# ---- block 1 ----
File: config.mk
export PLATFORM = sky130hd
export DESIGN_NAME = harvard_core_p
export DESIGN_NICKNAME = d
export VERILOG_FILES = /design/src/rtl/harvard_pkg.sv /design/src/rtl/harvard_core_p_alu.sv /design/src/rtl/harvard_core_p.sv
export SDC_FILE = /design/constraint.sdc
export NUM_CORES = 1
export LEC_CHECK = 0
export CORE_ASPECT_RATIO = 1.2
export CORE_MARGIN = 5
export CORE_UTILIZATION = 29
export CTS_BUF_LIST = sky130_fd_sc_hd__clkbuf_16
export DETAILED_ROUTE_END_ITERATION = 8
export MAX_ROUTING_LAYER = met4
export PLACE_DENSITY = 0.46
export RECOVER_POWER = 50
export REMOVE_ABC_BUFFERS = 1
export SLEW_MARGIN = 20
export SYNTH_ARGS = -nofsm -noshare
export SYNTH_HDL_FRONTEND = slang
export SYNTH_SLANG_ARGS = --single-unit
File: constraint.sdc
create_clock -name clk -period 4.6 [get_ports clk]
set_input_delay 0.92 -clock clk [delete_from_list [all_inputs] [get_ports clk]]
set_output_delay 0.92 -clock clk [all_outputs]
set_load 0.02 [all_outputs]
File: src/rtl/harvard_pkg.sv
// Shared definitions for the parametrised accumulator Harvard core.
// Holds the opcode map, the FSM state type and the flag bit positions.
// Nothing here carries state. Flow control lives in the core.
package harvard_pkg;

  localparam logic [3:0] OP_NOP = 4'h0;
  localparam logic [3:0] OP_LDI = 4'h1;
  localparam logic [3:0] OP_LD  = 4'h2;
  localparam logic [3:0] OP_ST  = 4'h3;
  localparam logic [3:0] OP_ADD = 4'h4;
  localparam logic [3:0] OP_SUB = 4'h5;
  localparam logic [3:0] OP_AND = 4'h6;
  localparam logic [3:0] OP_OR  = 4'h7;
  localparam logic [3:0] OP_XOR = 4'h8;
  localparam logic [3:0] OP_NOT = 4'h9;
  localparam logic [3:0] OP_SHL = 4'hA;
  localparam logic [3:0] OP_SHR = 4'hB;
  localparam logic [3:0] OP_JMP = 4'hC;
  localparam logic [3:0] OP_JZ  = 4'hD;
  localparam logic [3:0] OP_JC  = 4'hE;
  localparam logic [3:0] OP_HLT = 4'hF;

  typedef enum logic [2:0] {
    FETCH,
    DECODE,
    EXEC,
    MEM_WAIT,
    HALT
  } state_t;

  // Bit positions inside flags_dbg = {C,Z}
  localparam int FLAG_Z = 0;
  localparam int FLAG_C = 1;

  // Opcodes LD..XOR take their operand from data memory.
  function automatic logic is_mem_op(input logic [3:0] op);
    return (op >= OP_LD) && (op <= OP_XOR);
  endfunction

endpackage

File: src/rtl/harvard_core_p_alu.sv
// Combinational ALU: result/carry for the accumulator datapath.
// Latency: zero cycles, purely combinational.
// No handshake; the core decides when the result is written.
module alu_p
  import harvard_pkg::*;
#(
  parameter int DATA_W = 8
) (
  input  logic [3:0]        op,
  input  logic [DATA_W-1:0] a,
  input  logic [DATA_W-1:0] b,
  input  logic              cin,
  output logic [DATA_W-1:0] result,
  output logic              cout
);

  // Loads pass b straight through; ops that do not define carry keep cin.
  always_comb begin
    result = b;
    cout   = cin;
    case (op)
      OP_ADD:  {cout, result} = {1'b0, a} + {1'b0, b};
      OP_SUB:  {cout, result} = {1'b0, a} - {1'b0, b};
      OP_AND:  result = a & b;
      OP_OR:   result = a | b;
      OP_XOR:  result = a ^ b;
      OP_NOT:  result = ~a;
      OP_SHL:  {cout, result} = {a, 1'b0};
      OP_SHR:  {result, cout} = {1'b0, a};
      default: ;
    endcase
  end

endmodule

File: src/rtl/harvard_core_p.sv
// Accumulator Harvard CPU: fetch/decode/execute with a req/ack data port.
// Latency: 3 cycles per register op, 4 + wait states per memory op.
// Data access stalls in MEM_WAIT with the bus held until mem_ack.
module harvard_core_p
  import harvard_pkg::*;
#(
  parameter  int DATA_W  = 8,
  parameter  int PADDR_W = 8,
  parameter  int DADDR_W = 8,
  localparam int IW      = 4 + DATA_W
) (
  input  logic               clk,
  input  logic               rst_n,
  output logic [PADDR_W-1:0] prog_addr,
  input  logic [IW-1:0]      prog_data,
  output logic               mem_req,
  output logic               mem_we,
  output logic [DADDR_W-1:0] mem_addr,
  output logic [DATA_W-1:0]  mem_wdata,
  input  logic [DATA_W-1:0]  mem_rdata,
  input  logic               mem_ack,
  output logic               halted,
  output logic [DATA_W-1:0]  acc_dbg,
  output logic [1:0]         flags_dbg
);

  state_t              state_q, state_d;
  logic [PADDR_W-1:0]  pc_q;
  logic [IW-1:0]       ir_q;
  logic [DATA_W-1:0]   acc_q;
  logic                c_q, z_q;
  logic                req_q, we_q;
  logic [DADDR_W-1:0]  addr_q;
  logic [DATA_W-1:0]   wdata_q;

  logic                ld_ir, take_jump, acc_wr, mem_issue, mem_done;
  logic [3:0]          opcode;
  logic [DATA_W-1:0]   operand;
  logic [DATA_W-1:0]   alu_b, alu_res;
  logic                alu_cout;

  assign opcode  = ir_q[IW-1:DATA_W];
  assign operand = ir_q[DATA_W-1:0];

  // Memory ops see the returned read data; register ops see the immediate.
  assign alu_b = (state_q == MEM_WAIT) ? mem_rdata : operand;

  alu_p #(.DATA_W(DATA_W)) u_alu (
    .op     (opcode),
    .a      (acc_q),
    .b      (alu_b),
    .cin    (c_q),
    .result (alu_res),
    .cout   (alu_cout)
  );

  // Next-state and per-cycle control strobes.
  always_comb begin
    state_d   = state_q;
    ld_ir     = 1'b0;
    take_jump = 1'b0;
    acc_wr    = 1'b0;
    mem_issue = 1'b0;
    mem_done  = 1'b0;
    case (state_q)
      FETCH:  state_d = DECODE;
      DECODE: begin
        ld_ir   = 1'b1;
        state_d = EXEC;
      end
      EXEC: begin
        if (is_mem_op(opcode)) begin
          mem_issue = 1'b1;
          state_d   = MEM_WAIT;
        end else begin
          state_d = FETCH;
          case (opcode)
            OP_LDI, OP_NOT, OP_SHL, OP_SHR: acc_wr = 1'b1;
            OP_JMP:  take_jump = 1'b1;
            OP_JZ:   take_jump = z_q;
            OP_JC:   take_jump = c_q;
            OP_HLT:  state_d = HALT;
            default: ;
          endcase
        end
      end
      MEM_WAIT: begin
        // Ack is only meaningful here; elsewhere it is ignored.
        if (mem_ack) begin
          mem_done = 1'b1;
          acc_wr   = (opcode != OP_ST);
          state_d  = FETCH;
        end
      end
      HALT:    state_d = HALT;
      default: state_d = FETCH;
    endcase
  end

  // FSM state register.
  always_ff @(posedge clk or negedge rst_n) begin
    if (!rst_n) state_q <= FETCH;
    else        state_q <= state_d;
  end

  // Instruction register and PC; a taken jump overrides the incremented PC.
  always_ff @(posedge clk or negedge rst_n) begin
    if (!rst_n) begin
      pc_q <= '0;
      ir_q <= '0;
    end else if (ld_ir) begin
      ir_q <= prog_data;
      pc_q <= pc_q + 1'b1;
    end else if (take_jump) begin
      pc_q <= operand[PADDR_W-1:0];
    end
  end

  // Accumulator and flags; Z tracks every ACC write, C comes from the ALU.
  always_ff @(posedge clk or negedge rst_n) begin
    if (!rst_n) begin
      acc_q <= '0;
      c_q   <= 1'b0;
      z_q   <= 1'b0;
    end else if (acc_wr) begin
      acc_q <= alu_res;
      c_q   <= alu_cout;
      z_q   <= (alu_res == '0);
    end
  end

  // Data bus: launched in EXEC, frozen through MEM_WAIT, request dropped after ack.
  always_ff @(posedge clk or negedge rst_n) begin
    if (!rst_n) begin
      req_q   <= 1'b0;
      we_q    <= 1'b0;
      addr_q  <= '0;
      wdata_q <= '0;
    end else if (mem_issue) begin
      req_q   <= 1'b1;
      we_q    <= (opcode == OP_ST);
      addr_q  <= operand[DADDR_W-1:0];
      wdata_q <= acc_q;
    end else if (mem_done) begin
      req_q <= 1'b0;
      we_q  <= 1'b0;
    end
  end

  assign prog_addr = pc_q;
  assign mem_req   = req_q;
  assign mem_we    = we_q;
  assign mem_addr  = addr_q;
  assign mem_wdata = wdata_q;
  assign halted    = (state_q == HALT);
  assign acc_dbg   = acc_q;
  assign flags_dbg = {c_q, z_q};

endmodule

**Block 1: cell classes on the final placement**

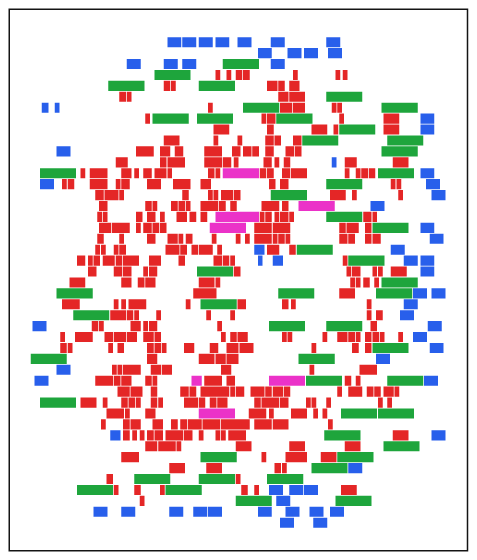
Key: combinational and other logic = red [cells 369]; sequential cells = green [cells 51]; clock drivers and dummy loads = magenta [cells 7]; remaining buffers and delay cells = blue [cells 65]
core area: 12670 sq um
Final Util: 36.47%
row count: 45
Finished Cell Area: 4621 sq um

==> results.sh <==
# yosys + openroad results
export IMPL_port_buffer_count=59
export IMPL_signal_buffers=65
export IMPL_critPathBufInv=1
export IMPL_clkCellAreaFrac_pct=3.520
export IMPL_antenna_found_initial=0
export IMPL_whs_ns=0.4841
export IMPL_hpwl_microns=8739
export IMPL_switching_share_pct=23.48
export IMPL_maxCapViolCount=1
export IMPL_cp_endpoint="z_q"
export IMPL_maxSlewViolCount=52
export IMPL_compound_area_share_pct=21.64
export IMPL_fmax_mhz=266.7
export IMPL_seq_area_sq_um=1276
export IMPL_grt_use_met3_pct=2.600
export IMPL_power_leader="sequential cells"
export IMPL_power_frac_seq_pct=47.2
export IMPL_synthTopLogicFamily="AND-OR/OR-AND gates"
export IMPL_wl_met1_microns=5170
export IMPL_rsz0062_at_grt="no"
export IMPL_htreeDepth=2
export IMPL_nNonClkInverters=30
export IMPL_syn_inst=445
export IMPL_run_status="complete, but fails checks"
export IMPL_cts_setup_buffers=0
export IMPL_postSynthSeqShare_pct=34.07
export IMPL_power_switching_w=0.0002287
export IMPL_worstHoldStart="mem_wdata[1]"
export IMPL_violations="capacitance limit, slew limit"
export IMPL_regMostFlops="ir_q"
**Block 1: where the registers sit**

Scale bar: 20 microns.
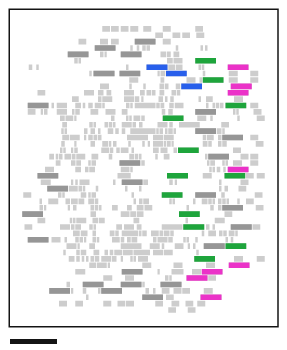
Key: `ir_q` = green [sequential cells 12]; `mem_addr` = magenta [sequential cells 8]; `state_q` = blue [sequential cells 3]
Another 28 sequential cells are not colored.
Seq. pwr: 0.000460 W
sequential share of cell area: 27.62%

cells in the mapped netlist (all sizes together), types with 4 or more instances:
| cell type | count |
|---|---|
| dfrtp | 51 |
| buf | 10 |
| inv | 30 |
| nand4 | 4 |
| or3 | 4 |
| nand2b | 6 |
| o22ai | 7 |
| clkbuf | 15 |
| a31oi | 8 |
| nand2 | 71 |
| ha | 29 |
| nor2b | 5 |
| nand3 | 17 |
| a21oi | 24 |
| nor2 | 25 |
| a22oi | 4 |
| a211oi | 7 |
| mux2 | 26 |
| o21ai | 41 |
| nor3 | 8 |

# ---- block 2 ----
$ cat config.mk
export PLATFORM = sky130hd
export DESIGN_NAME = router_pkt_rx
export DESIGN_NICKNAME = d
export VERILOG_FILES = /design/src/rtl/router_pkt_rx.sv
export SDC_FILE = /design/constraint.sdc
export NUM_CORES = 1
export LEC_CHECK = 0
export ABC_AREA = 1
export CORE_UTILIZATION = 55
export CTS_CLUSTER_DIAMETER = 60
export DETAILED_ROUTE_END_ITERATION = 12
export PLACE_DENSITY = 0.8
export SETUP_SLACK_MARGIN = 0.05
export SLEW_MARGIN = 20
export SYNTH_ARGS = -nofsm -noshare
export SYNTH_HDL_FRONTEND = slang
export SYNTH_SLANG_ARGS = --single-unit
$ cat constraint.sdc
create_clock -name clock -period 1.96 [get_ports clock]
set_input_delay 0.196 -clock clock [delete_from_list [all_inputs] [get_ports clock]]
set_output_delay 0.196 -clock clock [all_outputs]
set_load 0.05 [all_outputs]
$ cat src/rtl/router_pkt_rx.sv
// Destination-side packet receiver: drains a router_fifo, parses header/payload/parity
// framing, streams payload through a 2-entry skid buffer and keeps good/bad packet counters.
module router_pkt_rx #(
  parameter int TIMEOUT = 30,
  parameter int CNT_W   = 8
) (
  input  logic             clock,
  input  logic             resetn,
  input  logic             fifo_empty,
  input  logic [7:0]       fifo_data,
  output logic             fifo_read_enb,
  output logic [7:0]       out_data,
  output logic             out_valid,
  input  logic             out_ready,
  output logic             out_sop,
  output logic             out_eop,
  output logic [1:0]       pkt_addr,
  output logic [5:0]       pkt_len,
  output logic             pkt_done,
  output logic             parity_err,
  output logic             trunc_err,
  output logic [CNT_W-1:0] pkt_good_cnt,
  output logic [CNT_W-1:0] pkt_err_cnt
);

  localparam int TMR_W = $clog2(TIMEOUT + 1);

  typedef enum logic [1:0] {S_HDR, S_PAY, S_PAR} state_t;

  typedef struct packed {
    logic [7:0] data;
    logic       sop;
    logic       eop;
  } entry_t;

  state_t          state, state_nxt;
  logic            inflight;
  logic [1:0]      occ;
  logic            wr_ptr, rd_ptr;
  entry_t          skid [2];
  logic [TMR_W-1:0] timer;
  logic [5:0]      cnt;
  logic [7:0]      par;
  logic            first;

  logic arrival, push, pop, timeout_hit, parity_bad;

  // Every accepted read, header and parity included, holds a credit until it arrives.
  assign fifo_read_enb = !fifo_empty && ((3'(occ) + 3'(inflight)) < 3'd2);
  assign arrival       = inflight;
  assign push          = arrival && (state == S_PAY);
  assign pop           = out_valid && out_ready;
  assign timeout_hit   = (state != S_HDR) && !arrival && (timer == TMR_W'(TIMEOUT - 1));
  assign parity_bad    = (fifo_data != par);

  assign out_valid = (occ != 2'd0);
  assign out_data  = out_valid ? skid[rd_ptr].data : 8'd0;
  assign out_sop   = out_valid && skid[rd_ptr].sop;
  assign out_eop   = out_valid && skid[rd_ptr].eop;

  always_ff @(posedge clock or negedge resetn) begin
    if (!resetn) state <= S_HDR;
    else         state <= state_nxt;
  end

  // NOTE: every variable written here gets a default first so no latch is inferred.
  always_comb begin
    state_nxt = state;
    unique case (state)
      S_HDR: if (arrival) state_nxt = (fifo_data[7:2] != 6'd0) ? S_PAY : S_PAR;
      S_PAY: begin
        if (arrival && cnt == 6'd1) state_nxt = S_PAR;
        else if (timeout_hit)       state_nxt = S_HDR;
      end
      S_PAR: if (arrival || timeout_hit) state_nxt = S_HDR;
      default: state_nxt = S_HDR;
    endcase
  end

  // NOTE: sequential state uses non-blocking assignments only, so every flop samples pre-edge values.
  always_ff @(posedge clock or negedge resetn) begin
    if (!resetn) begin
      inflight     <= 1'b0;
      occ          <= 2'd0;
      wr_ptr       <= 1'b0;
      rd_ptr       <= 1'b0;
      timer        <= '0;
      cnt          <= 6'd0;
      par          <= 8'd0;
      first        <= 1'b0;
      pkt_addr     <= 2'd0;
      pkt_len      <= 6'd0;
      pkt_done     <= 1'b0;
      parity_err   <= 1'b0;
      trunc_err    <= 1'b0;
      pkt_good_cnt <= '0;
      pkt_err_cnt  <= '0;
    end else begin
      inflight   <= fifo_read_enb;
      pkt_done   <= 1'b0;
      parity_err <= 1'b0;
      trunc_err  <= 1'b0;

      if (state == S_HDR || arrival || timeout_hit) timer <= '0;
      else                                          timer <= timer + 1'b1;

      if (push)   wr_ptr <= ~wr_ptr;
      if (pop)    rd_ptr <= ~rd_ptr;
      occ <= occ + 2'(push) - 2'(pop);

      if (arrival) begin
        unique case (state)
          S_HDR: begin
            pkt_len  <= fifo_data[7:2];
            pkt_addr <= fifo_data[1:0];
            cnt      <= fifo_data[7:2];
            par      <= fifo_data;
            first    <= 1'b1;
          end
          S_PAY: begin
            par   <= par ^ fifo_data;
            cnt   <= cnt - 6'd1;
            first <= 1'b0;
          end
          S_PAR: begin
            pkt_done   <= 1'b1;
            parity_err <= parity_bad;
            if (parity_bad) begin
              if (pkt_err_cnt != '1) pkt_err_cnt <= pkt_err_cnt + 1'b1;
            end else begin
              if (pkt_good_cnt != '1) pkt_good_cnt <= pkt_good_cnt + 1'b1;
            end
          end
          default: ;
        endcase
      end else if (timeout_hit) begin
        // Abandon the packet; bytes already in the skid still drain without a forced eop.
        pkt_done  <= 1'b1;
        trunc_err <= 1'b1;
        if (pkt_err_cnt != '1) pkt_err_cnt <= pkt_err_cnt + 1'b1;
      end
    end
  end

  // NOTE: skid storage is not reset; outputs are gated by out_valid, which comes from the reset occupancy.
  always_ff @(posedge clock) begin
    if (push) skid[wr_ptr] <= '{data: fifo_data, sop: first, eop: (cnt == 6'd1)};
  end

endmodule
**Block 2: clock network drawn from the DEF**

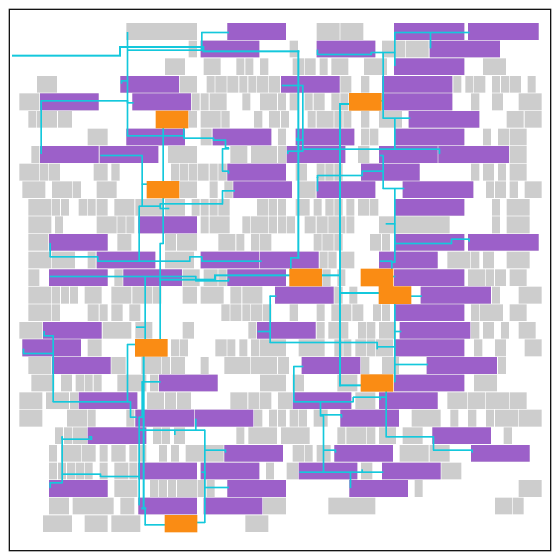
Key: clock drivers = orange [count 9]; clock wires = cyan [length 865 microns]; flip-flops = purple [count 74]
There are 10 routed clock nets. Position of the flops: widely spread.
clock share of power: 18.9%
Clock group: 0.00128 W
clk_skew: 0.009728 ns

**Block 2: where the registers sit**

Scale bar: 20 microns.
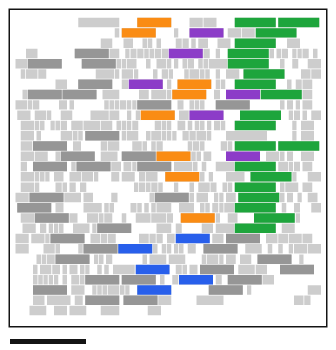
Key: `skid` = green [sequential cells 20]; `timer` = blue [sequential cells 5, where south]; `pkt_len` = purple [sequential cells 6]; `par` = orange [sequential cells 8]
Another 35 sequential cells are not colored.
register area: 1952 sq um
Seq. pwr: 0.00235 W
sequential share of cell area: 43.76%

==> results.sh <==
# yosys + openroad results
export IMPL_run_status="complete, no violations"
export IMPL_power_leader="combinational logic"
export IMPL_rsz0062_at_grt="no"
export IMPL_cts_resized=0
export IMPL_fillers=481
export IMPL_critPathBufInv=1
export IMPL_wl_met2_microns=3410
export IMPL_cts_tree="done"
export IMPL_mostFrequentLayoutCell="nand2_1"
export IMPL_warning_count=28
export IMPL_top_cells_by_count="nand2_1, dfrtp_1, inv_1"
export IMPL_maxSlewViolCount=0
export IMPL_maxCapViolCount=0
export IMPL_simple_gate_area_share_pct=22.77
export IMPL_whs_path_depth=0
export IMPL_yosysCellCount=393
export IMPL_fa_ha_area_share_pct=2.735
export IMPL_p_int_w=0.003814
final cells by class:
type	count	area, sq um	share of cell area, %
clock buffer	9	123.9	2.777
timing repair buffer	59	553.0	12.40
sequential	74	1952	43.76
inverter	46	172.7	3.871
multi-input combinational	264	1469	32.93
tap	77	96.34	2.160
clock inverter	7	93.84	2.104
sequential cells by signal (all words and copies together), names as in the netlist, 2 cells and up:
register	cells
cnt	6
pkt_addr	2
occ	2
pkt_err_cnt	8
pkt_len	6
timer	5
pkt_good_cnt	8
skid	20
state	2
par	8


==> gallery <==
Drive-strength map.
Scale bar: 20 microns.
picture 1
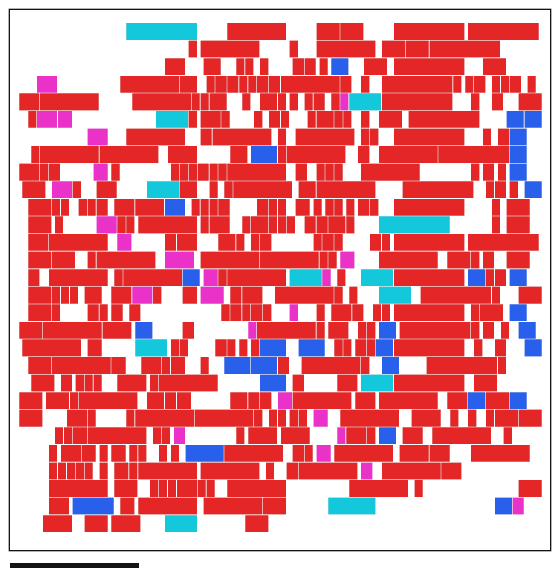
picture 2
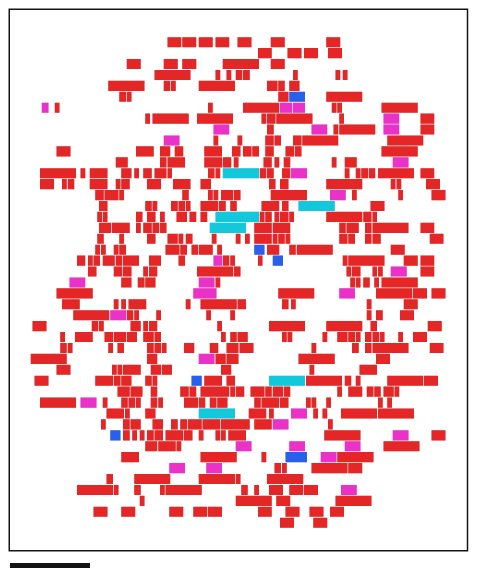
Picture 1 comes from block 2.
Picture 2 comes from block 1.

Key to picture 2:
Key: _3 and _4 cells = blue [cells 6]; _6 and larger = cyan [cells 6]; _2 cells = magenta [cells 30]; _0 and _1 cells = red [cells 450]

Power figures rest on the tool's default switching activity, not on a simulated workload.
